=== block 1 ===
==> config.mk <==
export PLATFORM = sky130hd
export DESIGN_NAME = demux_1to2
export DESIGN_NICKNAME = d
export VERILOG_FILES = /design/src/rtl/demux_1to2.sv
export SDC_FILE = /design/constraint.sdc
export NUM_CORES = 1
export LEC_CHECK = 0
export CORE_AREA = 4 4 45 55
export CTS_CLUSTER_DIAMETER = 60
export CTS_CLUSTER_SIZE = 12
export DETAILED_ROUTE_END_ITERATION = 7
export DIE_AREA = 0 0 49 59
export GPL_TIMING_DRIVEN = 0
export MAX_ROUTING_LAYER = met4
export PLACE_DENSITY = 0.75
export SYNTH_ARGS = -nofsm -noshare
export SYNTH_HDL_FRONTEND = slang
export SYNTH_SLANG_ARGS = --single-unit
==> constraint.sdc <==
create_clock -name clk -period 2.2 [get_ports clk]
set_input_delay 0.66 -clock clk [delete_from_list [all_inputs] [get_ports clk]]
set_output_delay 0.66 -clock clk [all_outputs]
set_load 0.02 [all_outputs]
==> src/rtl/demux_1to2.sv <==
`default_nettype none
// ============================================================================
// Module   : demux_1to2
// Purpose  : Registered 1-to-2 stream demultiplexer. Each accepted input word
//            is routed to channel A (in_sel=0) or channel B (in_sel=1). Each
//            channel owns a single-entry output register with its own
//            valid/ready handshake, so a stalled channel never blocks traffic
//            routed to the other one. Per-channel wrapping transfer counters
//            are provided for bring-up and debug.
//
// Ports    : clk      - clock, all state updates on the rising edge
//            rst      - synchronous active-high reset
//            in_data  - input word (WIDTH)
//            in_sel   - route select, 0 = channel A, 1 = channel B
//            in_valid - input word / in_sel valid
//            in_ready - input accepted this cycle (combinational)
//            a_data   - channel A registered word (WIDTH)
//            a_valid  - channel A holds a word
//            a_ready  - channel A consumer accepts
//            b_data   - channel B registered word (WIDTH)
//            b_valid  - channel B holds a word
//            b_ready  - channel B consumer accepts
//            a_count  - completed channel A handshakes (CNT_W, wraps)
//            b_count  - completed channel B handshakes (CNT_W, wraps)
//
// Revision : 1.0 - initial release
// ============================================================================
module demux_1to2 #(
    parameter int WIDTH = 1,
    parameter int CNT_W = 8
) (
    input  logic             clk,
    input  logic             rst,
    input  logic [WIDTH-1:0] in_data,
    input  logic             in_sel,
    input  logic             in_valid,
    output logic             in_ready,
    output logic [WIDTH-1:0] a_data,
    output logic             a_valid,
    input  logic             a_ready,
    output logic [WIDTH-1:0] b_data,
    output logic             b_valid,
    input  logic             b_ready,
    output logic [CNT_W-1:0] a_count,
    output logic [CNT_W-1:0] b_count
);

    localparam logic [CNT_W-1:0] c_CNT_ONE = CNT_W'(1);

    // Channel registers
    logic             r_a_valid;
    logic             r_b_valid;
    logic [WIDTH-1:0] r_a_data;
    logic [WIDTH-1:0] r_b_data;
    logic [CNT_W-1:0] r_a_count;
    logic [CNT_W-1:0] r_b_count;

    // Handshake decode
    logic w_a_xfer;
    logic w_b_xfer;
    logic w_in_ready;
    logic w_accept;
    logic w_a_load;
    logic w_b_load;

    assign w_a_xfer = r_a_valid && a_ready;
    assign w_b_xfer = r_b_valid && b_ready;

    // Readiness depends only on the selected channel: a full, stalled
    // channel back-pressures only the words routed to it. Including the
    // consumer's ready lets a full channel drain and reload in one cycle.
    assign w_in_ready = in_sel ? (!r_b_valid || b_ready)
                               : (!r_a_valid || a_ready);
    assign w_accept   = in_valid && w_in_ready;
    assign w_a_load   = w_accept && !in_sel;
    assign w_b_load   = w_accept &&  in_sel;

    // Channel A register. A load takes precedence over a drain so that a
    // same-cycle drain and reload keeps valid high with the new word.
    always_ff @(posedge clk) begin
        if (rst) begin
            r_a_valid <= 1'b0;
            r_a_data  <= '0;
            r_a_count <= '0;
        end else begin
            if (w_a_load) begin
                r_a_valid <= 1'b1;
                r_a_data  <= in_data;
            end else if (w_a_xfer) begin
                r_a_valid <= 1'b0;
            end
            if (w_a_xfer) begin
                r_a_count <= r_a_count + c_CNT_ONE;
            end
        end
    end

    // Channel B register, independent of channel A.
    always_ff @(posedge clk) begin
        if (rst) begin
            r_b_valid <= 1'b0;
            r_b_data  <= '0;
            r_b_count <= '0;
        end else begin
            if (w_b_load) begin
                r_b_valid <= 1'b1;
                r_b_data  <= in_data;
            end else if (w_b_xfer) begin
                r_b_valid <= 1'b0;
            end
            if (w_b_xfer) begin
                r_b_count <= r_b_count + c_CNT_ONE;
            end
        end
    end

    assign in_ready = w_in_ready;
    assign a_data   = r_a_data;
    assign a_valid  = r_a_valid;
    assign b_data   = r_b_data;
    assign b_valid  = r_b_valid;
    assign a_count  = r_a_count;
    assign b_count  = r_b_count;

endmodule
`default_nettype wire

block_1/final_congestion.png
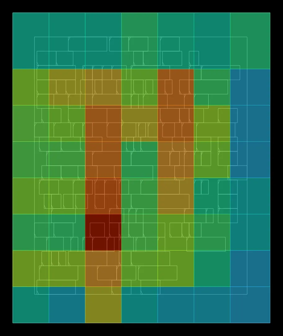
post-layout util: 0.628
met2 Usage GRT: 0.261
GR peak layer: met2
GR Util All Layers: 0.149
wire per inst: 12.0 um

==> flow_summary_export.csv <==
group,metric,value,unit
power_and_ir_drop,p_clk_frac,0.411,
final_timing,slew_headroom,0.707,
power_and_ir_drop,ir_drop,0.000447,V
final_timing,fin_crit,2.15,ns
power_and_ir_drop,top_power_group,"registers",
placement,dp_cells,151,
clock_tree,cts_inserted_buffers,3,
synth,ys_cells,104,
worst_setup_path,critPathLaunch,"b_ready",
clock_tree,cts_tree,"built",
power_and_ir_drop,comb_power_share,0.078,
drt,wl_met1,801,um
status,outcome,"finished, final reports clean",
cells_and_area,fin_area,1240,um^2
synth,ff_type,"dfxtp_1",
global_route,grt_use_met1,0.165,
power_and_ir_drop,pg_seq,0.375,mW
cells_and_area,diodes,0,
-- area by class of cell --
class / count / area [um^2] / share of cell area
Tap cell: 20 / 25.0 / 0.0201
Clock inverter: 1 / 30.0 / 0.0241
Clock buffer: 3 / 22.5 / 0.0181
Sequential cell: 20 / 400 / 0.322
Buffer: 2 / 7.51 / 0.00604
Timing Repair Buffer: 27 / 268 / 0.215
Multi-Input combinational cell: 80 / 483 / 0.388
Inverter: 2 / 7.51 / 0.00604
-- sequential cells by signal, summed over array words and instances (netlist names) --
register	count
b_count	8
a_count	8
b_data	1
a_valid	1
b_valid	1
a_data	1

=== block 2 ===
block_2/met1.png
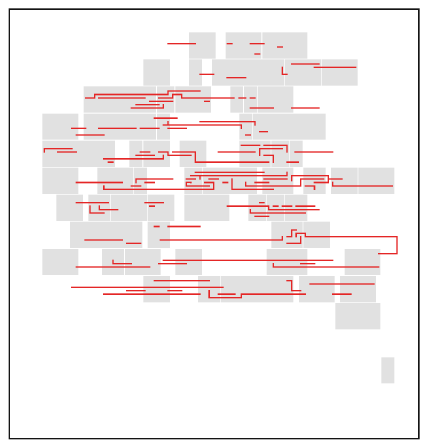
block_2/met2.png
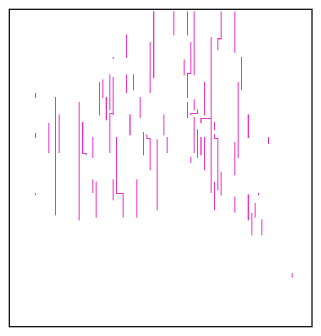
--- config.mk ---
export PLATFORM = sky130hd
export DESIGN_NAME = branch_cond_unit
export DESIGN_NICKNAME = d
export VERILOG_FILES = /design/src/rtl/branch_pkg.sv /design/src/rtl/branch_cond_eval.sv /design/src/rtl/branch_cond_unit.sv
export SDC_FILE = /design/constraint.sdc
export NUM_CORES = 1
export LEC_CHECK = 0
export ABC_CLOCK_PERIOD_IN_PS = 1600
export CORE_AREA = 2 2 39 41
export CTS_CLUSTER_SIZE = 24
export DETAILED_ROUTE_END_ITERATION = 16
export DIE_AREA = 0 0 41 43
export HOLD_SLACK_MARGIN = 0.06
export SETUP_SLACK_MARGIN = 0.02
export SLEW_MARGIN = 10
export SYNTH_ARGS = -nofsm -noshare
export SYNTH_HDL_FRONTEND = slang
export SYNTH_SLANG_ARGS = --single-unit
--- constraint.sdc ---
create_clock -name clk -period 1.6 [get_ports clk]
set_input_delay 0.32 -clock clk [delete_from_list [all_inputs] [get_ports clk]]
set_output_delay 0.32 -clock clk [all_outputs]
set_load 0.03 [all_outputs]
--- src/rtl/branch_pkg.sv ---
// Shared definitions for the branch-condition unit: condition codes,
// flag-vector bit positions, result-pulse states and the condition table function.
package branch_pkg;

    localparam int COND_NE = 0;
    localparam int COND_LE = 1;
    localparam int COND_EQ = 2;
    localparam int COND_GT = 3;
    localparam int COND_LT = 4;
    localparam int COND_GE = 5;
    localparam int COND_AL = 6;
    localparam int COND_NV = 7;

    // Flag vector is packed as {z, gt, lt}
    localparam int FLAG_LT = 0;
    localparam int FLAG_GT = 1;
    localparam int FLAG_Z  = 2;
    localparam int FLAG_W  = 3;

    typedef enum logic {
        ST_IDLE   = 1'b0,
        ST_RESULT = 1'b1
    } resState_t;

    function automatic logic condFn(input int code, input logic [FLAG_W-1:0] flags);
        case (code)
            COND_NE: return flags[FLAG_GT] | flags[FLAG_LT];
            COND_LE: return flags[FLAG_LT] | flags[FLAG_Z];
            COND_EQ: return flags[FLAG_Z];
            COND_GT: return flags[FLAG_GT];
            COND_LT: return flags[FLAG_LT];
            COND_GE: return flags[FLAG_GT] | flags[FLAG_Z];
            COND_AL: return 1'b1;
            default: return 1'b0;
        endcase
    endfunction

endpackage

--- src/rtl/branch_cond_eval.sv ---
// Combinational condition evaluator: selects one entry of the condition table,
// applies inversion, and flags codes beyond the implemented range.
module branch_cond_eval
    import branch_pkg::*;
#(
    parameter int NUM_COND = 8,
    parameter int SEL_W    = 3
) (
    input  logic [FLAG_W-1:0] flags,
    input  logic [SEL_W-1:0]  condSel,
    input  logic              condInv,
    output logic              result,
    output logic              illegal
);

    localparam int TBL_SIZE = 2 ** SEL_W;

    logic [TBL_SIZE-1:0] condVec;

    generate
        for (genvar gi = 0; gi < TBL_SIZE; gi++) begin : g_cond
            if (gi < NUM_COND) begin : g_impl
                assign condVec[gi] = condFn(gi, flags);
            end else begin : g_unimpl
                assign condVec[gi] = 1'b0;
            end
        end
    endgenerate

    assign illegal = 32'(condSel) >= NUM_COND;

    // An illegal code yields a plain 0, regardless of inversion
    assign result = illegal ? 1'b0 : (condVec[condSel] ^ condInv);

endmodule

--- src/rtl/branch_cond_unit.sv ---
// Registered branch-condition evaluator with a one-cycle taken pulse and sticky
// illegal-select error. Define BRANCH_STATS_EN to add saturating branch/taken counters.
module branch_cond_unit
    import branch_pkg::*;
#(
    parameter int NUM_COND = 8,
    parameter int SEL_W    = 3,
    parameter int CNT_W    = 16
) (
    input  logic             clk,
    input  logic             reset_n,
    input  logic             alu_zero,
    input  logic             alu_gt,
    input  logic             alu_lt,
    input  logic             flags_valid,
    input  logic             cond_req,
    input  logic [SEL_W-1:0] cond_sel,
    input  logic             cond_inv,
    output logic             res_valid,
    output logic             taken,
    output logic             stale,
`ifdef BRANCH_STATS_EN
    output logic [CNT_W-1:0] branch_cnt,
    output logic [CNT_W-1:0] taken_cnt,
`endif
    output logic             sel_err
);

    logic [FLAG_W-1:0] aluFlags;
    logic [FLAG_W-1:0] flagReg;
    logic [FLAG_W-1:0] effFlags;
    logic              freshReg;
    logic              bypass;
    logic              evalResult;
    logic              evalIllegal;
    logic              takenReg;
    logic              staleReg;
    logic              selErrReg;
    resState_t         stateReg;
    resState_t         stateNext;

    assign aluFlags = {alu_zero, alu_gt, alu_lt};
    assign bypass   = flags_valid & cond_req;
    assign effFlags = bypass ? aluFlags : flagReg;

    branch_cond_eval #(
        .NUM_COND (NUM_COND),
        .SEL_W    (SEL_W)
    ) u_eval (
        .flags   (effFlags),
        .condSel (cond_sel),
        .condInv (cond_inv),
        .result  (evalResult),
        .illegal (evalIllegal)
    );

    always_ff @(posedge clk) begin
        if (!reset_n) begin
            flagReg   <= '0;
            freshReg  <= 1'b0;
            takenReg  <= 1'b0;
            staleReg  <= 1'b0;
            selErrReg <= 1'b0;
        end else begin
            if (flags_valid) begin
                flagReg <= aluFlags;
            end
            // A bypassed load is consumed by its own evaluation, so it is not fresh
            if (cond_req) begin
                freshReg <= 1'b0;
            end else if (flags_valid) begin
                freshReg <= 1'b1;
            end
            takenReg <= cond_req & evalResult;
            staleReg <= cond_req & ~freshReg & ~bypass;
            if (cond_req && evalIllegal) begin
                selErrReg <= 1'b1;
            end
        end
    end

    always_ff @(posedge clk) begin
        if (!reset_n) begin
            stateReg <= ST_IDLE;
        end else begin
            stateReg <= stateNext;
        end
    end

    always_comb begin
        stateNext = ST_IDLE;
        if (cond_req) begin
            stateNext = ST_RESULT;
        end
    end

    always_comb begin
        res_valid = (stateReg == ST_RESULT);
        taken     = takenReg;
        stale     = staleReg;
        sel_err   = selErrReg;
    end

`ifdef BRANCH_STATS_EN
    logic [CNT_W-1:0] branchCntReg;
    logic [CNT_W-1:0] takenCntReg;

    // Counters saturate at all-ones rather than wrapping
    always_ff @(posedge clk) begin
        if (!reset_n) begin
            branchCntReg <= '0;
            takenCntReg  <= '0;
        end else begin
            if (cond_req && (branchCntReg != '1)) begin
                branchCntReg <= branchCntReg + 1'b1;
            end
            if (cond_req && evalResult && (takenCntReg != '1)) begin
                takenCntReg <= takenCntReg + 1'b1;
            end
        end
    end

    assign branch_cnt = branchCntReg;
    assign taken_cnt  = takenCntReg;
`else
    // Statistics disabled: no counter state exists in this build.
`endif

endmodule

==> flow_summary_export.csv <==
group,metric,value,unit
worst_setup_path,worstPathArrival,1.21,ns
drt,drtAntennaViolNets,0,
worst_setup_path,path_buffers,1,
drt,wl_met2,288,um
final_timing,setup_viol,0,
final_timing,fin_ws,0.0653,ns
cells_and_area,clkCellAreaFrac,0.0460,
synth,edf_count,0,
clock_tree,clk_pin_slew_worst_paths,0.05,ns
synth,yosys.stat.seqShare,0.377,
global_route,track_usage,0.0906,
drt,vias_per_cell,4.30,
cells_and_area,drive_gt1_frac,0.183,
power_and_ir_drop,power.density,791,nW/um^2
status,outcome,"finished, final reports clean",
worst_setup_path,r2r-start,"flagReg[1]$_SDFFE_PN0P_",
Notes on block_2/met1.png above:
wire length on this layer: 380 um
main direction: horizontal
Via Count: 327
WL final: 741 um

Notes on block_2/met2.png above:
nets with wire on the layer: 55
share of all routed wire: 39%
wire length on this layer: 289 um
main direction: vertical
met2 Usage GRT: 0.0938

==> cells in the final DEF, fill, tap and decap left out, types with 3 or more instances in the layout <==
cell,instances
buf_4,5
clkbuf_4,3
clkdlybuf4s50_1,11
dfxtp_1,7
mux2i_1,4
nand2_1,3
nor2b_1,4
==> report_power, final <==
group	switching, mW	total, mW	internal [mW]	leakage [nW]
clock network	0.0670	0.162	0.0953	0.0150
logic	0.0458	0.103	0.0568	0.185
registers	0.00334	0.188	0.184	0.0578
total	0.116	0.453	0.336	0.257
==> what timing repair did <==
item                       in CTS  in global routing
gates resized                   1                  2
pin swaps                       0                  0
setup endpoints to repair       1                  1

=== block 3 ===
block_3/met1.png
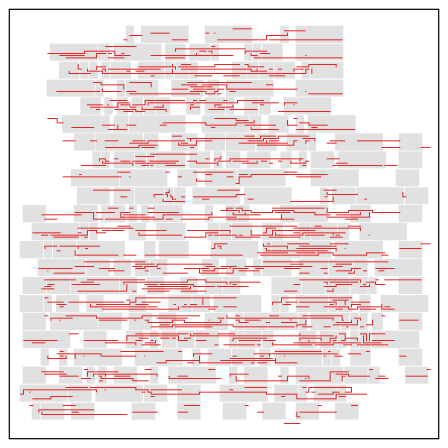
block_3/met2.png
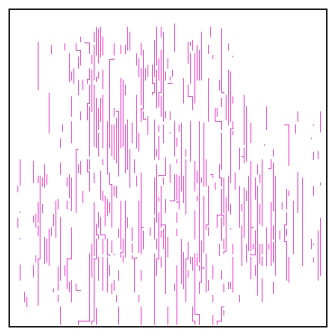
==> src/rtl/seg7_scan_driver.sv <==
// seg7_scan_driver: time-multiplexed driver for an N-digit 7-segment display.
// Holds an N-nibble value in a shadow register and scans one digit per
// REFRESH_DIV-cycle slot, with a dead cycle at the end of every slot,
// optional leading-zero blanking and a global enable.
// Optional decimal-point support is compiled in with `define SEG7_SCAN_DP_EN.
module seg7_scan_driver #(
    parameter int unsigned N_DIGITS       = 4,
    parameter int unsigned REFRESH_DIV    = 50000,
    parameter bit          SEG_ACTIVE_LOW = 1'b1,
    parameter bit          AN_ACTIVE_LOW  = 1'b1
) (
    input  logic                  clk,
    input  logic                  rst,
    input  logic [4*N_DIGITS-1:0] value,
    input  logic                  load,
    input  logic                  lz_blank,
    input  logic                  enable,
    output logic [6:0]            seg,
    output logic [N_DIGITS-1:0]   an
`ifdef SEG7_SCAN_DP_EN
    ,
    input  logic [N_DIGITS-1:0]   dp_in,
    output logic                  dp
`endif
);

    localparam int unsigned VAL_W = 4 * N_DIGITS;
    localparam int unsigned CNT_W = (REFRESH_DIV > 1) ? $clog2(REFRESH_DIV) : 1;
    localparam int unsigned IDX_W = (N_DIGITS > 1) ? $clog2(N_DIGITS) : 1;

    localparam logic [6:0]          SEG_OFF = SEG_ACTIVE_LOW ? 7'h7F : 7'h00;
    localparam logic [N_DIGITS-1:0] AN_OFF  = AN_ACTIVE_LOW ? {N_DIGITS{1'b1}}
                                                            : {N_DIGITS{1'b0}};

    logic [VAL_W-1:0]    shadow_q, shadow_d;
    logic [CNT_W-1:0]    cnt_q,    cnt_d;
    logic [IDX_W-1:0]    idx_q,    idx_d;
    logic [6:0]          seg_q,    seg_d;
    logic [N_DIGITS-1:0] an_q,     an_d;

    logic                slot_end_c;
    logic [N_DIGITS-1:0] upper_zero_c;
    logic [3:0]          cur_nib_c;
    logic                cur_blank_c;
    logic [6:0]          seg_lit_n_c;
    logic [N_DIGITS-1:0] an_onehot_c;

`ifdef SEG7_SCAN_DP_EN
    logic [N_DIGITS-1:0] dp_shadow_q, dp_shadow_d;
    logic                dp_q,        dp_d;
    logic                cur_dp_c;
`endif

    // Hex nibble to segment pattern, active-low form, bits {a,b,c,d,e,f,g}.
    function automatic logic [6:0] hex_to_seg_n(input logic [3:0] nib);
        logic [6:0] pat;
        case (nib)
            4'h0:    pat = 7'b0000001;
            4'h1:    pat = 7'b1001111;
            4'h2:    pat = 7'b0010010;
            4'h3:    pat = 7'b0000110;
            4'h4:    pat = 7'b1001100;
            4'h5:    pat = 7'b0100100;
            4'h6:    pat = 7'b0100000;
            4'h7:    pat = 7'b0001111;
            4'h8:    pat = 7'b0000000;
            4'h9:    pat = 7'b0000100;
            4'hA:    pat = 7'b0001000;
            4'hB:    pat = 7'b1100000;
            4'hC:    pat = 7'b0110001;
            4'hD:    pat = 7'b1000010;
            4'hE:    pat = 7'b0110000;
            default: pat = 7'b0111000;
        endcase
        return pat;
    endfunction

    // Per-digit flag: this nibble and every more-significant nibble is zero.
    always_comb begin
        logic all_zero;
        all_zero     = 1'b1;
        upper_zero_c = '0;
        for (int k = N_DIGITS - 1; k >= 0; k--) begin
            all_zero        = all_zero & (shadow_q[4*k +: 4] == 4'h0);
            upper_zero_c[k] = all_zero;
        end
    end

    // Select the nibble, blanking flag and decimal point of the scanned digit.
    always_comb begin
        cur_nib_c   = 4'h0;
        cur_blank_c = 1'b0;
`ifdef SEG7_SCAN_DP_EN
        cur_dp_c    = 1'b0;
`endif
        for (int k = 0; k < N_DIGITS; k++) begin
            if (idx_q == IDX_W'(k)) begin
                cur_nib_c   = shadow_q[4*k +: 4];
                cur_blank_c = (k > 0) && upper_zero_c[k];
`ifdef SEG7_SCAN_DP_EN
                cur_dp_c    = dp_shadow_q[k];
`endif
            end
        end
    end

    // Next-state logic: shadow capture, prescaler, digit index and outputs.
    always_comb begin
        shadow_d = shadow_q;
        if (load) begin
            shadow_d = value;
        end

        slot_end_c = (cnt_q == CNT_W'(REFRESH_DIV - 1));

        cnt_d = slot_end_c ? '0 : cnt_q + CNT_W'(1);

        idx_d = idx_q;
        if (slot_end_c) begin
            idx_d = (idx_q == IDX_W'(N_DIGITS - 1)) ? '0 : idx_q + IDX_W'(1);
        end

        an_onehot_c = N_DIGITS'(1) << idx_q;
        seg_lit_n_c = (lz_blank && cur_blank_c) ? 7'h7F : hex_to_seg_n(cur_nib_c);

        // Dead cycle or disabled: everything dark; otherwise drive the digit.
        seg_d = SEG_OFF;
        an_d  = AN_OFF;
        if (enable && !slot_end_c) begin
            an_d  = AN_ACTIVE_LOW ? ~an_onehot_c : an_onehot_c;
            seg_d = SEG_ACTIVE_LOW ? seg_lit_n_c : ~seg_lit_n_c;
        end

`ifdef SEG7_SCAN_DP_EN
        dp_shadow_d = dp_shadow_q;
        if (load) begin
            dp_shadow_d = dp_in;
        end

        dp_d = SEG_ACTIVE_LOW;
        if (enable && !slot_end_c && cur_dp_c) begin
            dp_d = !SEG_ACTIVE_LOW;
        end
`endif
    end

    // State and output registers with synchronous reset.
    always_ff @(posedge clk) begin
        if (rst) begin
            shadow_q    <= '0;
            cnt_q       <= '0;
            idx_q       <= '0;
            seg_q       <= SEG_OFF;
            an_q        <= AN_OFF;
`ifdef SEG7_SCAN_DP_EN
            dp_shadow_q <= '0;
            dp_q        <= SEG_ACTIVE_LOW;
`endif
        end else begin
            shadow_q    <= shadow_d;
            cnt_q       <= cnt_d;
            idx_q       <= idx_d;
            seg_q       <= seg_d;
            an_q        <= an_d;
`ifdef SEG7_SCAN_DP_EN
            dp_shadow_q <= dp_shadow_d;
            dp_q        <= dp_d;
`endif
        end
    end

    assign seg = seg_q;
    assign an  = an_q;
`ifdef SEG7_SCAN_DP_EN
    assign dp  = dp_q;
`endif

endmodule

==> config.mk <==
export PLATFORM = sky130hd
export DESIGN_NAME = seg7_scan_driver
export DESIGN_NICKNAME = d
export VERILOG_FILES = /design/src/rtl/seg7_scan_driver.sv
export SDC_FILE = /design/constraint.sdc
export NUM_CORES = 1
export LEC_CHECK = 0
export ABC_CLOCK_PERIOD_IN_PS = 6100
export CAP_MARGIN = 20
export CORE_UTILIZATION = 55
export DETAILED_ROUTE_END_ITERATION = 6
export GPL_TIMING_DRIVEN = 0
export PLACE_DENSITY = 0.84
export REMOVE_ABC_BUFFERS = 1
export SLEW_MARGIN = 20
export SYNTH_ARGS = -nofsm -noshare
export SYNTH_HDL_FRONTEND = slang
export SYNTH_SLANG_ARGS = --single-unit
==> constraint.sdc <==
create_clock -name clk -period 6.1 [get_ports clk]
set_input_delay 1.22 -clock clk [delete_from_list [all_inputs] [get_ports clk]]
set_output_delay 1.22 -clock clk [all_outputs]
set_load 0.005 [all_outputs]
==> flow_summary_export.csv <==
group,metric,value,unit
drt,firstDrtPassIters,4,
cells_and_area,final_cells,309,
floorplan,dieArea,4210,um^2
placement,place_ws,2.94,ns
power_and_ir_drop,swShare,0.251,
final_timing,hold_viol,0,
power_and_ir_drop,ir_drop,0.000188,V
cells_and_area,areaGrowthSynthToFinish,18.0,%
final_timing,fmax,353,MHz
clock_tree,hold_buffers,0,
clock_tree,clock-root-buffer,"clkbuf_8",
synth,synth_area_leader_cell,"dfxtp_1",
clock_tree,cts.htree.levels,2,
final_timing,clock_skew,0.0150,ns
min_path,min_path_cells,1,
worst_setup_path,critical_path.max_stage_delay,0.94,ns
global_route,track_usage,0.218,
cells_and_area,largestClassByArea,"logic gates",
global_route,grt_util_met3,0.0493,
status,outcome,"finished, final reports clean",
synth,yosys.stat.seqShare,0.414,
cells_and_area,seq_share,0.351,
power_and_ir_drop,top_power_group,"registers",
drt,detailroute.wirelength.met3,134,um
## Picture notes: block_3/met1.png
nets with wire on the layer: 259
share of all routed wire: 49%
main direction: horizontal

## Picture notes: block_3/met2.png
nets with wire on the layer: 252
main direction: vertical
Via Count: 1710
WL final: 4.08 mm
met2 Usage GRT: 0.344

cell usage in the layout (no fill, tap or decap), types with 2 or more instances in the layout:
master,count
a221oi_1,2
nand4_1,3
nand3_1,14
o211ai_1,2
nor2_1,37
nand2_1,11
dfxtp_1,45
a211oi_1,4
nand3b_1,4
mux2i_1,19
ha_1,11
clkbuf_8,5
nor4_1,2
clkdlybuf4s50_1,31
nor2b_1,2
inv_1,13
and3_1,2
xnor2_1,7
nor3b_1,6
a21oi_1,4
a221o_1,3
xor2_1,7
nor3_1,5

=== block 4 ===
--- src/rtl/axis_blinky_pkg.sv ---
// Shared definitions for the AXI-Stream configured LED blinker array.
// Mode encoding matches the s_axis_tuser field directly.
package axis_blinky_pkg;

  localparam int TUSER_W = 2;

  typedef enum logic [TUSER_W-1:0] {
    MODE_OFF   = 2'b00,
    MODE_ON    = 2'b01,
    MODE_BLINK = 2'b10,
    MODE_PULSE = 2'b11
  } mode_e;

endpackage

--- src/rtl/blinky_channel.sv ---
// One LED channel: mode, period register, half-period counter and output flop.
// A load always wins over counting, so it takes effect even while ce is low.
module blinky_channel
  import axis_blinky_pkg::*;
#(
  parameter int                   CNT_WIDTH  = 32,
  parameter logic [CNT_WIDTH-1:0] RST_PERIOD = '1
) (
  input  logic                 clk,
  input  logic                 rst,
  input  logic                 ce,
  input  logic                 ld,
  input  mode_e                ld_mode,
  input  logic [CNT_WIDTH-1:0] ld_period,
  output logic                 q
);

  mode_e                mode_q, mode_d;
  logic [CNT_WIDTH-1:0] period_q, period_d;
  logic [CNT_WIDTH-1:0] cnt_q, cnt_d;
  logic                 q_q, q_d;
  logic [CNT_WIDTH-1:0] lim;
  logic                 last;

  always_comb begin
    // A zero period behaves like a period of one.
    lim  = (period_q == '0) ? '0 : period_q - CNT_WIDTH'(1);
    last = (cnt_q == lim);

    mode_d   = mode_q;
    period_d = period_q;
    cnt_d    = cnt_q;
    q_d      = q_q;

    if (ld) begin
      mode_d   = ld_mode;
      period_d = ld_period;
      cnt_d    = '0;
      q_d      = (ld_mode != MODE_OFF);
    end else if (ce) begin
      case (mode_q)
        MODE_OFF: begin
          cnt_d = '0;
          q_d   = 1'b0;
        end
        MODE_ON: begin
          cnt_d = '0;
          q_d   = 1'b1;
        end
        MODE_BLINK: begin
          if (last) begin
            cnt_d = '0;
            q_d   = ~q_q;
          end else begin
            cnt_d = cnt_q + CNT_WIDTH'(1);
          end
        end
        MODE_PULSE: begin
          if (last) begin
            mode_d = MODE_OFF;
            cnt_d  = '0;
            q_d    = 1'b0;
          end else begin
            cnt_d = cnt_q + CNT_WIDTH'(1);
          end
        end
        default: begin
          mode_d = MODE_OFF;
          cnt_d  = '0;
          q_d    = 1'b0;
        end
      endcase
    end
  end

  always_ff @(posedge clk) begin
    if (rst) begin
      mode_q   <= MODE_BLINK;
      period_q <= RST_PERIOD;
      cnt_q    <= '0;
      q_q      <= 1'b0;
    end else begin
      mode_q   <= mode_d;
      period_q <= period_d;
      cnt_q    <= cnt_d;
      q_q      <= q_d;
    end
  end

  assign q = q_q;

endmodule

--- src/rtl/axis_blinky_array.sv ---
// Array of independently configured LED channels fed by an AXI-Stream config port.
// tdest selects the channel, tuser the mode and tdata the period / pulse length.
module axis_blinky_array
  import axis_blinky_pkg::*;
#(
  parameter int  CLK_FREQ_HZ = 125_000_000,
  parameter int  NUM_CH      = 4,
  parameter int  CNT_WIDTH   = 32,
  localparam int CH_W        = (NUM_CH > 1) ? $clog2(NUM_CH) : 1
) (
  input  logic                 clk,
  input  logic                 rst,
  input  logic                 ce,
  input  logic [CNT_WIDTH-1:0] s_axis_tdata,
  input  logic [CH_W-1:0]      s_axis_tdest,
  input  logic [TUSER_W-1:0]   s_axis_tuser,
  input  logic                 s_axis_tvalid,
  output logic                 s_axis_tready,
  output logic [NUM_CH-1:0]    q,
  output logic                 cfg_err
);

  localparam logic [CH_W:0]      NUM_CH_L   = (CH_W+1)'(NUM_CH);
  localparam logic [CNT_WIDTH-1:0] RST_PERIOD = CNT_WIDTH'(CLK_FREQ_HZ / 2);

  logic arm_q, arm_d;
  logic ready_q, ready_d;
  logic err_q, err_d;
  logic xfer;
  logic dest_ok;

  // Ready comes up two edges after reset drops, via the arm flop.
  always_comb begin
    xfer    = s_axis_tvalid && ready_q;
    dest_ok = ({1'b0, s_axis_tdest} < NUM_CH_L);
    arm_d   = 1'b1;
    ready_d = arm_q;
    err_d   = xfer && !dest_ok;
  end

  always_ff @(posedge clk) begin
    if (rst) begin
      arm_q   <= 1'b0;
      ready_q <= 1'b0;
      err_q   <= 1'b0;
    end else begin
      arm_q   <= arm_d;
      ready_q <= ready_d;
      err_q   <= err_d;
    end
  end

  assign s_axis_tready = ready_q;
  assign cfg_err       = err_q;

  for (genvar g = 0; g < NUM_CH; g++) begin : g_ch
    logic ld;
    assign ld = xfer && (s_axis_tdest == CH_W'(g));

    blinky_channel #(
      .CNT_WIDTH (CNT_WIDTH),
      .RST_PERIOD(RST_PERIOD)
    ) u_ch (
      .clk      (clk),
      .rst      (rst),
      .ce       (ce),
      .ld       (ld),
      .ld_mode  (mode_e'(s_axis_tuser)),
      .ld_period(s_axis_tdata),
      .q        (q[g])
    );
  end

endmodule
--- config.mk ---
export PLATFORM = sky130hd
export DESIGN_NAME = axis_blinky_array
export DESIGN_NICKNAME = d
export VERILOG_FILES = /design/src/rtl/axis_blinky_pkg.sv /design/src/rtl/blinky_channel.sv /design/src/rtl/axis_blinky_array.sv
export SDC_FILE = /design/constraint.sdc
export NUM_CORES = 1
export LEC_CHECK = 0
export CORE_MARGIN = 2
export CORE_UTILIZATION = 55
export DETAILED_ROUTE_END_ITERATION = 7
export GPL_TIMING_DRIVEN = 1
export MAX_ROUTING_LAYER = met4
export PLACE_DENSITY_LB_ADDON = 0.12
export RECOVER_POWER = 25
export SYNTH_ARGS = -nofsm -noshare
export SYNTH_HDL_FRONTEND = slang
export SYNTH_SLANG_ARGS = --single-unit
export TNS_END_PERCENT = 20
--- constraint.sdc ---
create_clock -name clk -period 3.85 [get_ports clk]
set_input_delay 0.77 -clock clk [delete_from_list [all_inputs] [get_ports clk]]
set_output_delay 0.77 -clock clk [all_outputs]
set_load 0.01 [all_outputs]
block_4/met1.png
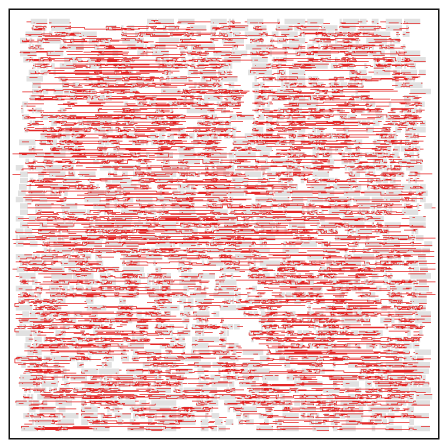
longest straight run: 45.5 um
main direction: horizontal
nets with wire on the layer: 2286
Via Count: 17.4k
GR Layer Usage met1: 0.448
WL final: 55.7 mm

==> flow_summary_export.csv <==
group,metric,value,unit
global_route,grt_max_degree,84,
final_timing,hold_viol,0,
run,log.warning_count,34,
synth,yosys.stat.seqShare,0.306,
drt,firstDrtPassIters,5,
worst_setup_path,startpoint_type,"flip-flop",
drt,drt_iter0_drc,1462,
synth,syn_inst,2318,
floorplan,fp_util,0.559,
floorplan,io_pins,46,
cells_and_area,seq_share,0.272,
synth,top_area_frac,0.306,
min_path,whs_endpoint,"s_axis_tready$_SDFF_PP0_",
cells_and_area,utilization,0.631,
drt,wl_met1,25.0,mm
clock_tree,clockBufferDepth,3,
synth,ff_type,"dfxtp_1",
final_timing,setup_viol,0,
cells_and_area,finalNetCount,2423,
status,outcome,"finished, final reports clean",
clock_tree,clk_pin_slew_worst_paths,0.06,ns
worst_setup_path,crit_type,"reg2reg",
worst_setup_path,cp-endpoint,"g_ch[3].u_ch.q$_SDFFE_PP0P_",
drt,wl_met2,25.5,mm
final_timing,fin_tns_setup,0,ns
final_timing,slew_headroom,0.0278,
cells_and_area,largestClassByArea,"logic gates",
floorplan,die_width,183,um
block_4/met2.png
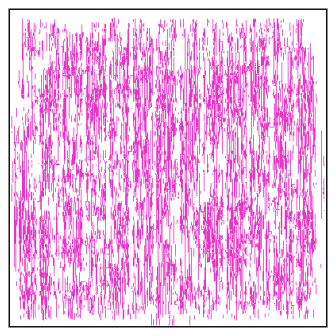
wire length on this layer: 25.5 mm
share of all routed wire: 46%
met2 Usage GRT: 0.544

-- state kept, by name, summed over array words and instances (netlist names) --
| name | count |
|---|---|
| arm_q | 1 |
| g_ch.u_ch.cnt_q | 128 |
| g_ch.u_ch.mode_q | 8 |
| g_ch.u_ch.period_q | 128 |
| g_ch.u_ch.q | 4 |
| s_axis_tready | 1 |
-- cell families after synthesis --
group / count (synthesis)
adder cells (fa/ha/maj): 20
buffers and inverters: 205
multiplexers: 29
AND-OR/OR-AND: 354
AND/OR/NAND/NOR: 1205
XOR/XNOR: 234
other: 1
flip-flops: 270

=== block 5 ===
$ cat src/rtl/data_mem_sized_pkg.sv
// Shared definitions for the sized data memory: access-size codes, FSM states, word width.
// Latency: none (definitions only).
// Backpressure: none (definitions only).
package data_mem_sized_pkg;

   localparam int WORD = 64;

   // Access size codes: the access covers 2^size bytes
   localparam logic [1:0] SZ_B = 2'b00;
   localparam logic [1:0] SZ_H = 2'b01;
   localparam logic [1:0] SZ_W = 2'b10;
   localparam logic [1:0] SZ_D = 2'b11;

   typedef enum logic [1:0] {
      ST_IDLE = 2'b00,
      ST_WAIT = 2'b01,
      ST_RESP = 2'b10
   } state_t;

endpackage

$ cat src/rtl/data_mem_sized_lane_align.sv
// Byte-lane work for one memory word: load extract/extend, store merge, alignment check.
// Latency: purely combinational.
// Backpressure: none; it only operates on values the top level presents.
module dmem_lane_align
   import data_mem_sized_pkg::*;
(
   input  logic [1:0]      size,
   input  logic            sign_ext,
   input  logic [2:0]      offset,
   input  logic [WORD-1:0] mem_word,
   input  logic [WORD-1:0] wdata,
   output logic            misaligned,
   output logic [WORD-1:0] load_data,
   output logic [WORD-1:0] store_word
);

   logic [WORD-1:0] rd_shift;
   logic [WORD-1:0] wr_shift;
   logic [7:0]      lane_base;
   logic [7:0]      lane_en;

   // Offset must be a multiple of the access size in bytes
   always_comb begin
      misaligned = 1'b0;
      case (size)
         SZ_B:    misaligned = 1'b0;
         SZ_H:    misaligned = offset[0];
         SZ_W:    misaligned = |offset[1:0];
         default: misaligned = |offset;
      endcase
   end

   // Bring the addressed byte to lane 0, then zero- or sign-extend from the top extracted byte
   always_comb begin
      rd_shift  = mem_word >> {offset, 3'b000};
      load_data = rd_shift;
      case (size)
         SZ_B:    load_data = sign_ext ? {{56{rd_shift[7]}},  rd_shift[7:0]}  : {56'd0, rd_shift[7:0]};
         SZ_H:    load_data = sign_ext ? {{48{rd_shift[15]}}, rd_shift[15:0]} : {48'd0, rd_shift[15:0]};
         SZ_W:    load_data = sign_ext ? {{32{rd_shift[31]}}, rd_shift[31:0]} : {32'd0, rd_shift[31:0]};
         default: load_data = rd_shift;
      endcase
   end

   // Move the low store bytes up to the addressed lanes and merge them over the old word
   always_comb begin
      wr_shift = wdata << {offset, 3'b000};
      case (size)
         SZ_B:    lane_base = 8'h01;
         SZ_H:    lane_base = 8'h03;
         SZ_W:    lane_base = 8'h0F;
         default: lane_base = 8'hFF;
      endcase
      lane_en    = lane_base << offset;
      store_word = mem_word;
      for (int k = 0; k < 8; k++) begin
         if (lane_en[k]) begin
            store_word[8*k +: 8] = wr_shift[8*k +: 8];
         end
      end
   end

endmodule

$ cat src/rtl/data_mem_sized.sv
// MEM-stage data memory with byte/half/word/dword access, wait states and fault reporting.
// Latency: LATENCY+1 cycles from acceptance to the resp_valid pulse; one access per LATENCY+2 cycles.
// Backpressure: req_ready is high only in IDLE; requests are held off during WAIT and RESP.
module data_mem_sized
   import data_mem_sized_pkg::*;
#(
   parameter int WIDTH   = 64,
   parameter int DEPTH   = 32,
   parameter int LATENCY = 0
) (
   input  logic             im_clk,
   input  logic             im_rst_n,
   input  logic             req_valid,
   output logic             req_ready,
   input  logic             req_write,
   input  logic [1:0]       req_size,
   input  logic             req_signed,
   input  logic [WIDTH-1:0] req_addr,
   input  logic [WIDTH-1:0] req_wdata,
   output logic             resp_valid,
   output logic [WIDTH-1:0] resp_rdata,
   output logic             resp_fault
);

   localparam int AW = $clog2(DEPTH);

   state_t           state_q, state_d;
   logic [3:0]       cnt_q, cnt_d;
   logic             wr_q, wr_d;
   logic [1:0]       size_q, size_d;
   logic             sgn_q, sgn_d;
   logic [WIDTH-1:0] addr_q, addr_d;
   logic [WIDTH-1:0] wdata_q, wdata_d;
   logic [WIDTH-1:0] rdata_q, rdata_d;
   logic             fault_q, fault_d;

   logic [WIDTH-1:0] mem_q [DEPTH];

   // The access is made on the edge entering RESP; with no wait states that is the
   // acceptance edge itself, so the request inputs feed the access directly from IDLE.
   logic             acc_wr;
   logic [1:0]       acc_size;
   logic             acc_sgn;
   logic [WIDTH-1:0] acc_addr;
   logic [WIDTH-1:0] acc_wdata;
   logic [AW-1:0]    acc_idx;
   logic             acc_oor;
   logic             acc_mis;
   logic             acc_fault;
   logic [WIDTH-1:0] load_data;
   logic [WIDTH-1:0] store_word;
   logic             enter_resp;
   logic             commit;

   assign req_ready  = (state_q == ST_IDLE);
   assign resp_valid = (state_q == ST_RESP);
   assign resp_rdata = rdata_q;
   assign resp_fault = fault_q;

   // Select the access fields: live request from IDLE, latched copy otherwise
   always_comb begin
      acc_wr    = wr_q;
      acc_size  = size_q;
      acc_sgn   = sgn_q;
      acc_addr  = addr_q;
      acc_wdata = wdata_q;
      if (state_q == ST_IDLE) begin
         acc_wr    = req_write;
         acc_size  = req_size;
         acc_sgn   = req_signed;
         acc_addr  = req_addr;
         acc_wdata = req_wdata;
      end
   end

   assign acc_idx   = acc_addr[AW+2:3];
   assign acc_oor   = |acc_addr[WIDTH-1:AW+3];
   assign acc_fault = acc_oor | acc_mis;

   dmem_lane_align u_lane_align (
      .size       (acc_size),
      .sign_ext   (acc_sgn),
      .offset     (acc_addr[2:0]),
      .mem_word   (mem_q[acc_idx]),
      .wdata      (acc_wdata),
      .misaligned (acc_mis),
      .load_data  (load_data),
      .store_word (store_word)
   );

   // Next state, wait counter and request capture
   always_comb begin
      state_d = state_q;
      cnt_d   = cnt_q;
      wr_d    = wr_q;
      size_d  = size_q;
      sgn_d   = sgn_q;
      addr_d  = addr_q;
      wdata_d = wdata_q;
      case (state_q)
         ST_IDLE: begin
            if (req_valid) begin
               wr_d    = req_write;
               size_d  = req_size;
               sgn_d   = req_signed;
               addr_d  = req_addr;
               wdata_d = req_wdata;
               if (LATENCY > 0) begin
                  state_d = ST_WAIT;
                  cnt_d   = 4'(LATENCY - 1);
               end else begin
                  state_d = ST_RESP;
               end
            end
         end
         ST_WAIT: begin
            if (cnt_q == 4'd0) begin
               state_d = ST_RESP;
            end else begin
               cnt_d = cnt_q - 4'd1;
            end
         end
         ST_RESP: state_d = ST_IDLE;
         default: state_d = ST_IDLE;
      endcase
   end

   assign enter_resp = (state_d == ST_RESP) && (state_q != ST_RESP);
   // Reset held low must never let a live request reach the array
   assign commit     = enter_resp && acc_wr && !acc_fault && im_rst_n;

   // Response registers update only on RESP entry and hold otherwise
   always_comb begin
      rdata_d = rdata_q;
      fault_d = fault_q;
      if (enter_resp) begin
         fault_d = acc_fault;
         rdata_d = (acc_fault || acc_wr) ? '0 : load_data;
      end
   end

   // Control and response state with asynchronous reset
   always_ff @(posedge im_clk or negedge im_rst_n) begin
      if (!im_rst_n) begin
         state_q <= ST_IDLE;
         cnt_q   <= '0;
         wr_q    <= 1'b0;
         size_q  <= SZ_B;
         sgn_q   <= 1'b0;
         addr_q  <= '0;
         wdata_q <= '0;
         rdata_q <= '0;
         fault_q <= 1'b0;
      end else begin
         state_q <= state_d;
         cnt_q   <= cnt_d;
         wr_q    <= wr_d;
         size_q  <= size_d;
         sgn_q   <= sgn_d;
         addr_q  <= addr_d;
         wdata_q <= wdata_d;
         rdata_q <= rdata_d;
         fault_q <= fault_d;
      end
   end

   // Storage array, not reset; written only by a committed store
   always_ff @(posedge im_clk) begin
      if (commit) begin
         mem_q[acc_idx] <= store_word;
      end
   end

endmodule

$ cat config.mk
export PLATFORM = sky130hd
export DESIGN_NAME = data_mem_sized
export DESIGN_NICKNAME = d
export VERILOG_FILES = /design/src/rtl/data_mem_sized_pkg.sv /design/src/rtl/data_mem_sized_lane_align.sv /design/src/rtl/data_mem_sized.sv
export SDC_FILE = /design/constraint.sdc
export NUM_CORES = 2
export LEC_CHECK = 0
export CAP_MARGIN = 25
export CORE_ASPECT_RATIO = 1.4
export CORE_MARGIN = 1
export CORE_UTILIZATION = 35
export DETAILED_ROUTE_END_ITERATION = 10
export GPL_ROUTABILITY_DRIVEN = 0
export PLACE_DENSITY = 0.6
export SKIP_CTS_REPAIR_TIMING = 1
export SYNTH_ARGS = -nofsm -noshare
export SYNTH_HDL_FRONTEND = slang
export SYNTH_SLANG_ARGS = --single-unit
$ cat constraint.sdc
create_clock -name im_clk -period 18.05 [get_ports im_clk]
set_clock_uncertainty 0.05 [all_clocks]
set_input_delay 1.805 -clock im_clk [delete_from_list [all_inputs] [get_ports im_clk]]
set_output_delay 1.805 -clock im_clk [all_outputs]
set_load 0.02 [all_outputs]
block_5/met1.png
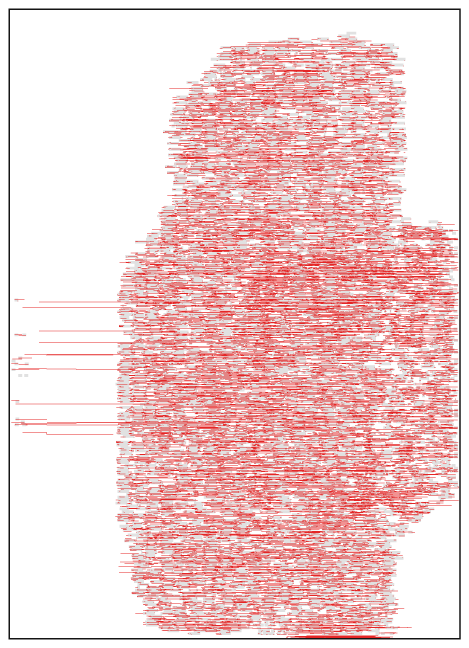
share of all routed wire: 37%
nets with wire on the layer: 5525
wire length on this layer: 107 mm
GR Layer Usage met1: 0.290
Via Count: 55.3k

block_5/met2.png
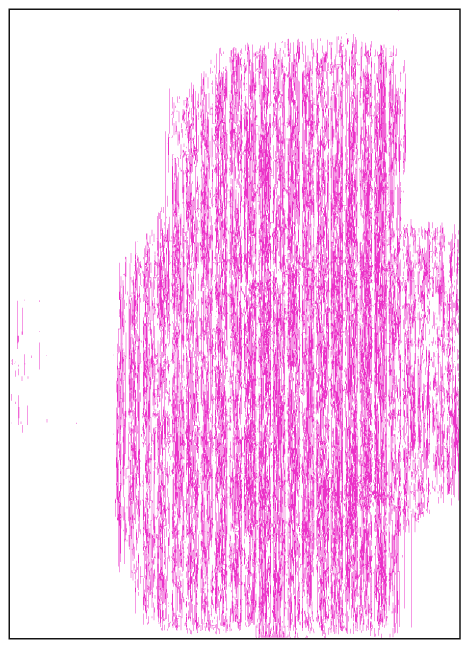
longest straight run: 145 um
share of all routed wire: 47%
main direction: vertical
nets with wire on the layer: 4760
WL final: 293 mm
met2 Usage GRT: 0.371

final cells by class:
type / instances / area, um^2 / area share
antenna: 4 / 10.0 / 0.000101
clock buffer: 246 / 5280 / 0.0532
clock inverter: 119 / 1250 / 0.0126
inverter: 6 / 23.8 / 0.000239
multi-input combinational: 2782 / 18300 / 0.184
sequential: 2251 / 66600 / 0.671
tap: 3255 / 4070 / 0.0410
timing repair buffer: 392 / 3790 / 0.0381
through the flow:
step / instance area [um^2] / std cells
after floorplan: 86100 / 5427
after global placement: 92300 / 8662
after detailed placement: 92500 / 8672
after CTS: 99000 / 9037
after global routing: 99300 / 9053
final: 99300 / 9055
==> flow_summary_export.csv <==
group,metric,value,unit
floorplan,die_height,589,um
synth,yosys_area,86100,um^2
synth,ys_sh_adder,0.000145,
power_and_ir_drop,comb-power,1.65,mW
global_route,first_global_vias,52900,
power_and_ir_drop,comb_power_share,0.136,
worst_setup_path,r2r_setup_slack,10.17,ns
drt,drt_iter0_drc,8104,
synth,syn_area_per_cell,15.9,um^2
synth,top_cell,"edfxtp_1",
worst_setup_path,crit_path_cell_trace,"or2_4 -> clkinv_2 -> mux2i_1 -> nand2_1 -> a2111oi_0 -> o211ai_1 -> nor3b_1 -> nand2_1 -> nor2_4 -> buf_4",
final_timing,slew_headroom,0.206,
floorplan,die_width,421,um
status,outcome,"finished, final reports clean",
floorplan,rows,215,

=== block 6 ===
block_6/met1.png
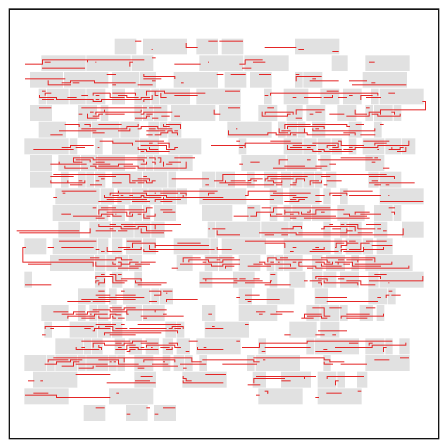
block_6/met2.png
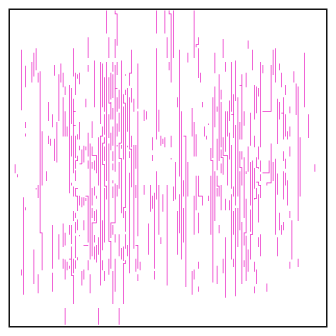
block_6/met3.png
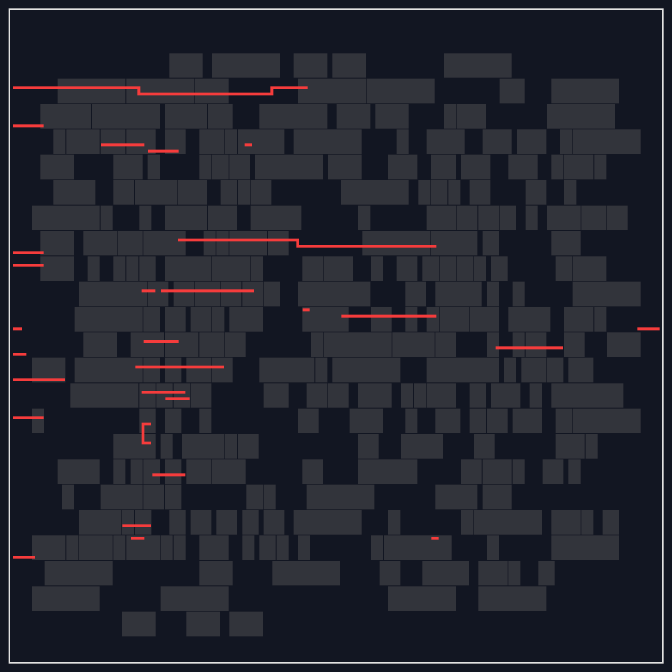
[src/rtl/seg7_scan_driver.sv]
`default_nettype none
// ============================================================================
//  Module      : seg7_scan_driver
//  Description : Two-digit multiplexed 7-segment driver. Takes the BCD
//                ones/tens digits, snapshots them once per frame and scans
//                them onto a shared active-high segment bus with one-hot
//                digit enables. A blanking gap at the start of every digit
//                slot (all digits off) suppresses ghosting.
//                Optional feature macro: SEG_LEADING_ZERO_BLANK_EN
//                (blank the tens digit when it holds zero).
//  Revision    : 1.0 - initial release
// ============================================================================
module seg7_scan_driver #(
    parameter int SCAN_DIV     = 10000,  // cycles per digit slot (blank + lit), >= 4
    parameter int BLANK_CYCLES = 100     // blank cycles at the start of a slot, 0..SCAN_DIV-1
) (
    input  logic       clock,
    input  logic       reset,
    input  logic [3:0] ones,
    input  logic [3:0] tens,
    output logic [6:0] seg,
    output logic [1:0] digit_en,
    output logic       frame_done
);

    // ------------------------------------------------------------------------
    // Constants
    // ------------------------------------------------------------------------
    localparam int CNT_W      = (SCAN_DIV > 1) ? $clog2(SCAN_DIV) : 1;
    localparam int LIT_CYCLES = SCAN_DIV - BLANK_CYCLES;

    // Last in-state count value for blank and lit states. The blank value is
    // meaningless (and unused) when there is no blanking gap.
    localparam logic [CNT_W-1:0] C_BLANK_LAST = CNT_W'((BLANK_CYCLES > 0) ? (BLANK_CYCLES - 1) : 0);
    localparam logic [CNT_W-1:0] C_LIT_LAST   = CNT_W'(LIT_CYCLES - 1);

    typedef enum logic [1:0] {
        BLANK_ONES = 2'd0,
        LIT_ONES   = 2'd1,
        BLANK_TENS = 2'd2,
        LIT_TENS   = 2'd3
    } state_t;

    // ------------------------------------------------------------------------
    // Helper functions
    // ------------------------------------------------------------------------

    // First state of a frame: the ones blanking gap, or the lit ones slot
    // directly when blanking is disabled.
    function automatic state_t frame_first_state();
        if (BLANK_CYCLES > 0) begin
            return BLANK_ONES;
        end
        return LIT_ONES;
    endfunction

    // Scan order; blank states are skipped entirely when the gap is zero.
    function automatic state_t scan_next(input state_t s);
        state_t n;
        n = s;
        case (s)
            BLANK_ONES: n = LIT_ONES;
            LIT_ONES:   n = (BLANK_CYCLES > 0) ? BLANK_TENS : LIT_TENS;
            BLANK_TENS: n = LIT_TENS;
            LIT_TENS:   n = (BLANK_CYCLES > 0) ? BLANK_ONES : LIT_ONES;
            default:    n = frame_first_state();
        endcase
        return n;
    endfunction

    // BCD to {g,f,e,d,c,b,a}; non-decimal codes show a centre dash.
    function automatic logic [6:0] enc(input logic [3:0] d);
        logic [6:0] s;
        case (d)
            4'd0:    s = 7'h3F;
            4'd1:    s = 7'h06;
            4'd2:    s = 7'h5B;
            4'd3:    s = 7'h4F;
            4'd4:    s = 7'h66;
            4'd5:    s = 7'h6D;
            4'd6:    s = 7'h7D;
            4'd7:    s = 7'h07;
            4'd8:    s = 7'h7F;
            4'd9:    s = 7'h6F;
            default: s = 7'h40;
        endcase
        return s;
    endfunction

    // ------------------------------------------------------------------------
    // State
    // ------------------------------------------------------------------------
    state_t             state_q,      state_d;
    logic [CNT_W-1:0]   cnt_q,        cnt_d;
    logic               started_q,    started_d;
    logic [3:0]         ones_s_q,     ones_s_d;
    logic [3:0]         tens_s_q,     tens_s_d;
    logic [6:0]         seg_q,        seg_d;
    logic [1:0]         digit_en_q,   digit_en_d;
    logic               frame_done_q, frame_done_d;

    logic [CNT_W-1:0]   slot_last;
    logic               frame_start;

    // Next-state and in-state counter. The reset state is a holding state:
    // the first edge after reset enters cycle 0 of a fresh frame, so that the
    // digits present when reset releases are the ones captured.
    always_comb begin
        state_d   = state_q;
        cnt_d     = cnt_q + 1'b1;
        started_d = 1'b1;
        slot_last = ((state_q == BLANK_ONES) || (state_q == BLANK_TENS)) ? C_BLANK_LAST : C_LIT_LAST;

        if (!started_q) begin
            state_d = frame_first_state();
            cnt_d   = '0;
        end else if (cnt_q == slot_last) begin
            state_d = scan_next(state_q);
            cnt_d   = '0;
        end

        // cnt_d is only zero on entry into a state, so this marks exactly the
        // edge that begins a new frame.
        frame_start = (state_d == frame_first_state()) && (cnt_d == '0);
    end

    // Per-frame digit snapshot, taken on the edge that starts the frame so a
    // frame never mixes old and new digit values.
    always_comb begin
        ones_s_d = ones_s_q;
        tens_s_d = tens_s_q;
        if (frame_start) begin
            ones_s_d = ones;
            tens_s_d = tens;
        end
    end

    // Output decode from the upcoming state and snapshot, so the registered
    // outputs change on the same edge as the state. Only one case arm can
    // set an enable bit, which keeps digit_en one-hot or zero at all times.
    always_comb begin
        seg_d        = 7'h00;
        digit_en_d   = 2'b00;
        frame_done_d = (state_d == LIT_TENS) && (cnt_d == C_LIT_LAST);

        case (state_d)
            LIT_ONES: begin
                digit_en_d = 2'b01;
                seg_d      = enc(ones_s_d);
            end
            LIT_TENS: begin
`ifdef SEG_LEADING_ZERO_BLANK_EN
                // A zero tens digit stays dark; the slot timing is unchanged.
                if (tens_s_d != 4'd0) begin
                    digit_en_d = 2'b10;
                    seg_d      = enc(tens_s_d);
                end
`else
                digit_en_d = 2'b10;
                seg_d      = enc(tens_s_d);
`endif
            end
            default: begin
                seg_d      = 7'h00;
                digit_en_d = 2'b00;
            end
        endcase
    end

    // State, snapshot and output registers with synchronous reset.
    always_ff @(posedge clock) begin
        if (reset) begin
            state_q      <= BLANK_ONES;
            cnt_q        <= '0;
            started_q    <= 1'b0;
            ones_s_q     <= 4'd0;
            tens_s_q     <= 4'd0;
            seg_q        <= 7'h00;
            digit_en_q   <= 2'b00;
            frame_done_q <= 1'b0;
        end else begin
            state_q      <= state_d;
            cnt_q        <= cnt_d;
            started_q    <= started_d;
            ones_s_q     <= ones_s_d;
            tens_s_q     <= tens_s_d;
            seg_q        <= seg_d;
            digit_en_q   <= digit_en_d;
            frame_done_q <= frame_done_d;
        end
    end

    assign seg        = seg_q;
    assign digit_en   = digit_en_q;
    assign frame_done = frame_done_q;

endmodule
`default_nettype wire

[config.mk]
export PLATFORM = sky130hd
export DESIGN_NAME = seg7_scan_driver
export DESIGN_NICKNAME = d
export VERILOG_FILES = /design/src/rtl/seg7_scan_driver.sv
export SDC_FILE = /design/constraint.sdc
export NUM_CORES = 1
export LEC_CHECK = 0
export CORE_MARGIN = 2
export CORE_UTILIZATION = 50
export CTS_CLUSTER_SIZE = 24
export DETAILED_ROUTE_END_ITERATION = 10
export GPL_ROUTABILITY_DRIVEN = 0
export GPL_TIMING_DRIVEN = 0
export PLACE_DENSITY = 0.71
export SYNTH_ARGS = -nofsm -noshare
export SYNTH_HDL_FRONTEND = slang
export SYNTH_SLANG_ARGS = --single-unit
export TNS_END_PERCENT = 100
[constraint.sdc]
create_clock -name clock -period 7 [get_ports clock]
set_input_delay 1.4 -clock clock [delete_from_list [all_inputs] [get_ports clock]]
set_output_delay 1.4 -clock clock [all_outputs]
set_load 0.01 [all_outputs]
==> flow_summary_export.csv <==
group,metric,value,unit
status,outcome,"finished, final reports clean",
drt,wl_met2,2.27,mm
synth,yosys_area,2170,um^2
clock_tree,postCtsSetupBuffers,0,
worst_setup_path,cp_data_required_time,7.21,ns
final_timing,hold_viol,0,
floorplan,fp_util,0.531,
cells_and_area,diodes,0,
power_and_ir_drop,ir_drop,0.000109,V
floorplan,rows,23,
placement,placement.io_buffers,18,
drt,vias_per_cell,5.67,
power_and_ir_drop,intPower,0.301,mW
power_and_ir_drop,p_clk_frac,0.344,
worst_setup_path,crit_path_cell_trace,"ha_1 -> nand2_1 -> nor2_1 -> a211oi_1 -> o32a_1 -> o21ai_4 -> nand2_2 -> buf_4 -> mux2i_1 -> inv_1 -> ha_1 -> and3_4 -> or4_4 -> o221ai_2",
cells_and_area,num-nonclk-inverters,12,
placement,dp_cells,318,
floorplan,die_height,69.9,um
floorplan,io_pins,20,
cells_and_area,final_cells,326,
final_timing,tightest_slew,0.566,ns
final_timing,fin_crit,3.99,ns
Notes on block_6/met1.png above:
main direction: horizontal
wire length on this layer: 2070 um
share of all routed wire: 45%

Notes on block_6/met2.png above:
nets with wire on the layer: 240
main direction: vertical
wire length on this layer: 2270 um
longest straight run: 35.7 um
share of all routed wire: 49%
Via Count: 1847
WL final: 4.61 mm
met2 Usage GRT: 0.356

Notes on block_6/met3.png above:
wire length on this layer: 149 um
nets with wire on the layer: 21
main direction: horizontal
share of all routed wire: 3.2%

## worst paths after layout
check | startpoint | end | slack [ns] | cells after the start
setup / recovery | cnt_q[0]$_SDFF_PP0_ | seg[5]$_SDFF_PP0_ | 3.01 | 14
setup reg to reg | cnt_q[0]$_SDFF_PP0_ | seg[5]$_SDFF_PP0_ | 3.01 | 14
hold / removal | cnt_q[0]$_SDFF_PP0_ | cnt_q[0]$_SDFF_PP0_ | 0.51 | 1
hold reg to reg | cnt_q[0]$_SDFF_PP0_ | cnt_q[0]$_SDFF_PP0_ | 0.51 | 1


==> screenshots <==
Metal 3.
Plate I
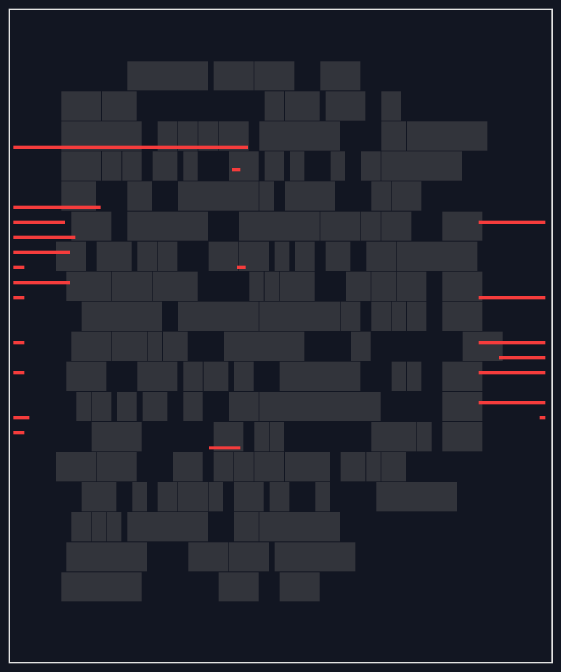
Plate II
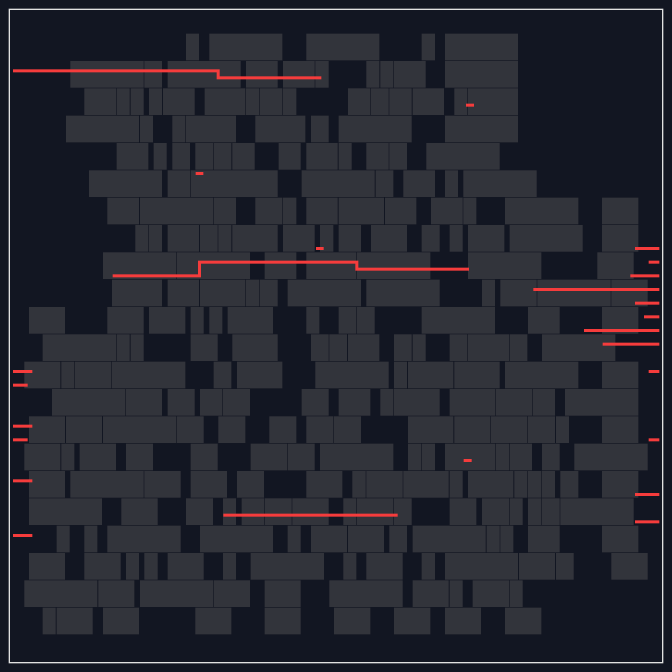
Plate III
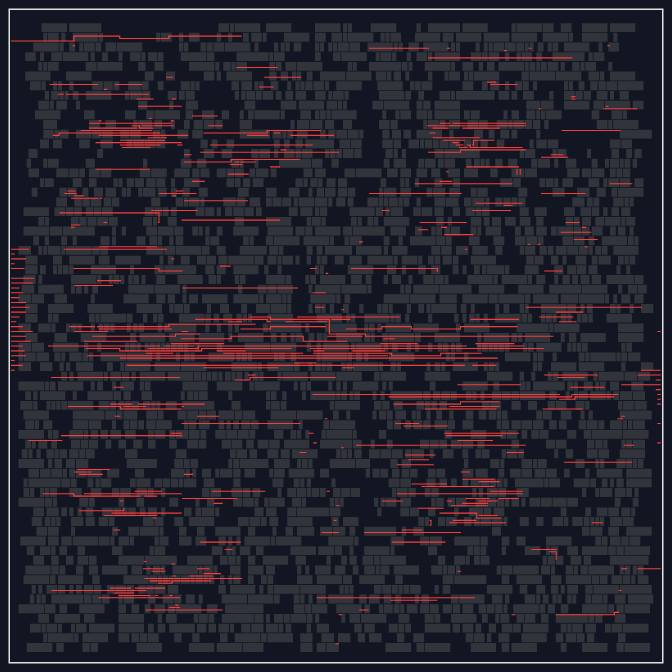
Plate IV
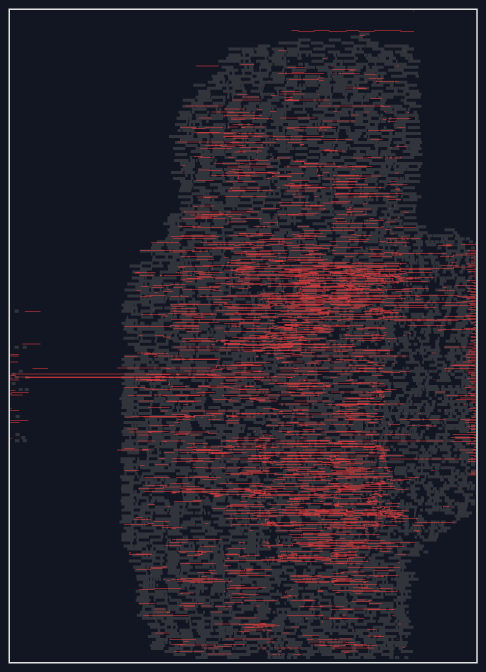
Plate V
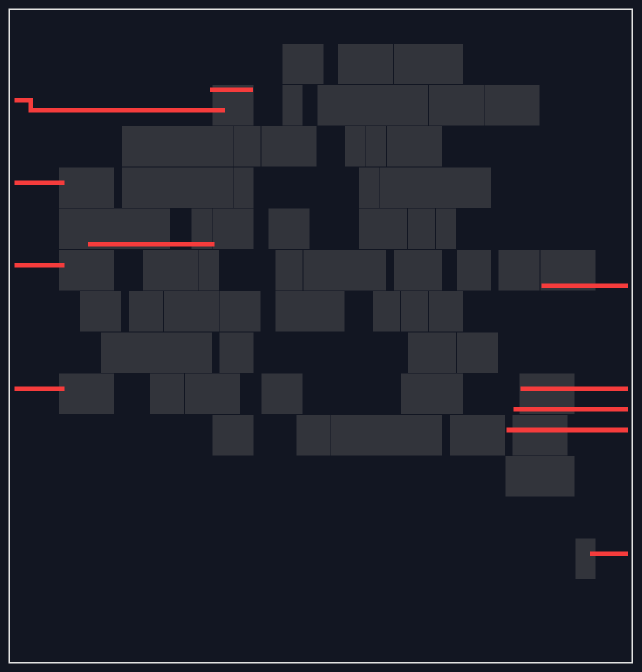
Block 1 is Plate I.
Block 4 is Plate III.
Block 2 is Plate V.
Block 3 is Plate II.
Block 5 is Plate IV.


==> screenshots <==
Track usage over the die.
picture 1
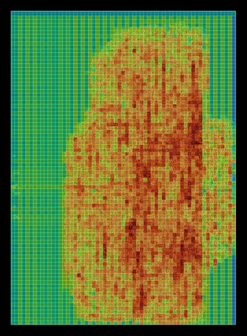
picture 2
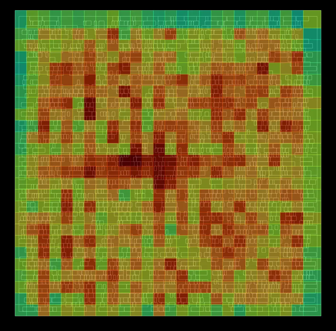
picture 3
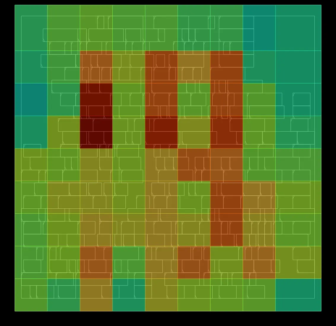
picture 4
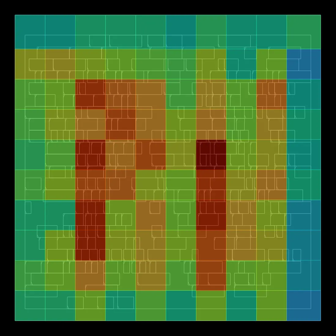
The one with the highest track usage is picture 2.
The one with the lowest utilization is picture 1.
- block 3 = picture 3
- block 5 = picture 1
- block 4 = picture 2
- block 6 = picture 4

Power figures rest on the tool's default switching activity, not on a simulated workload.
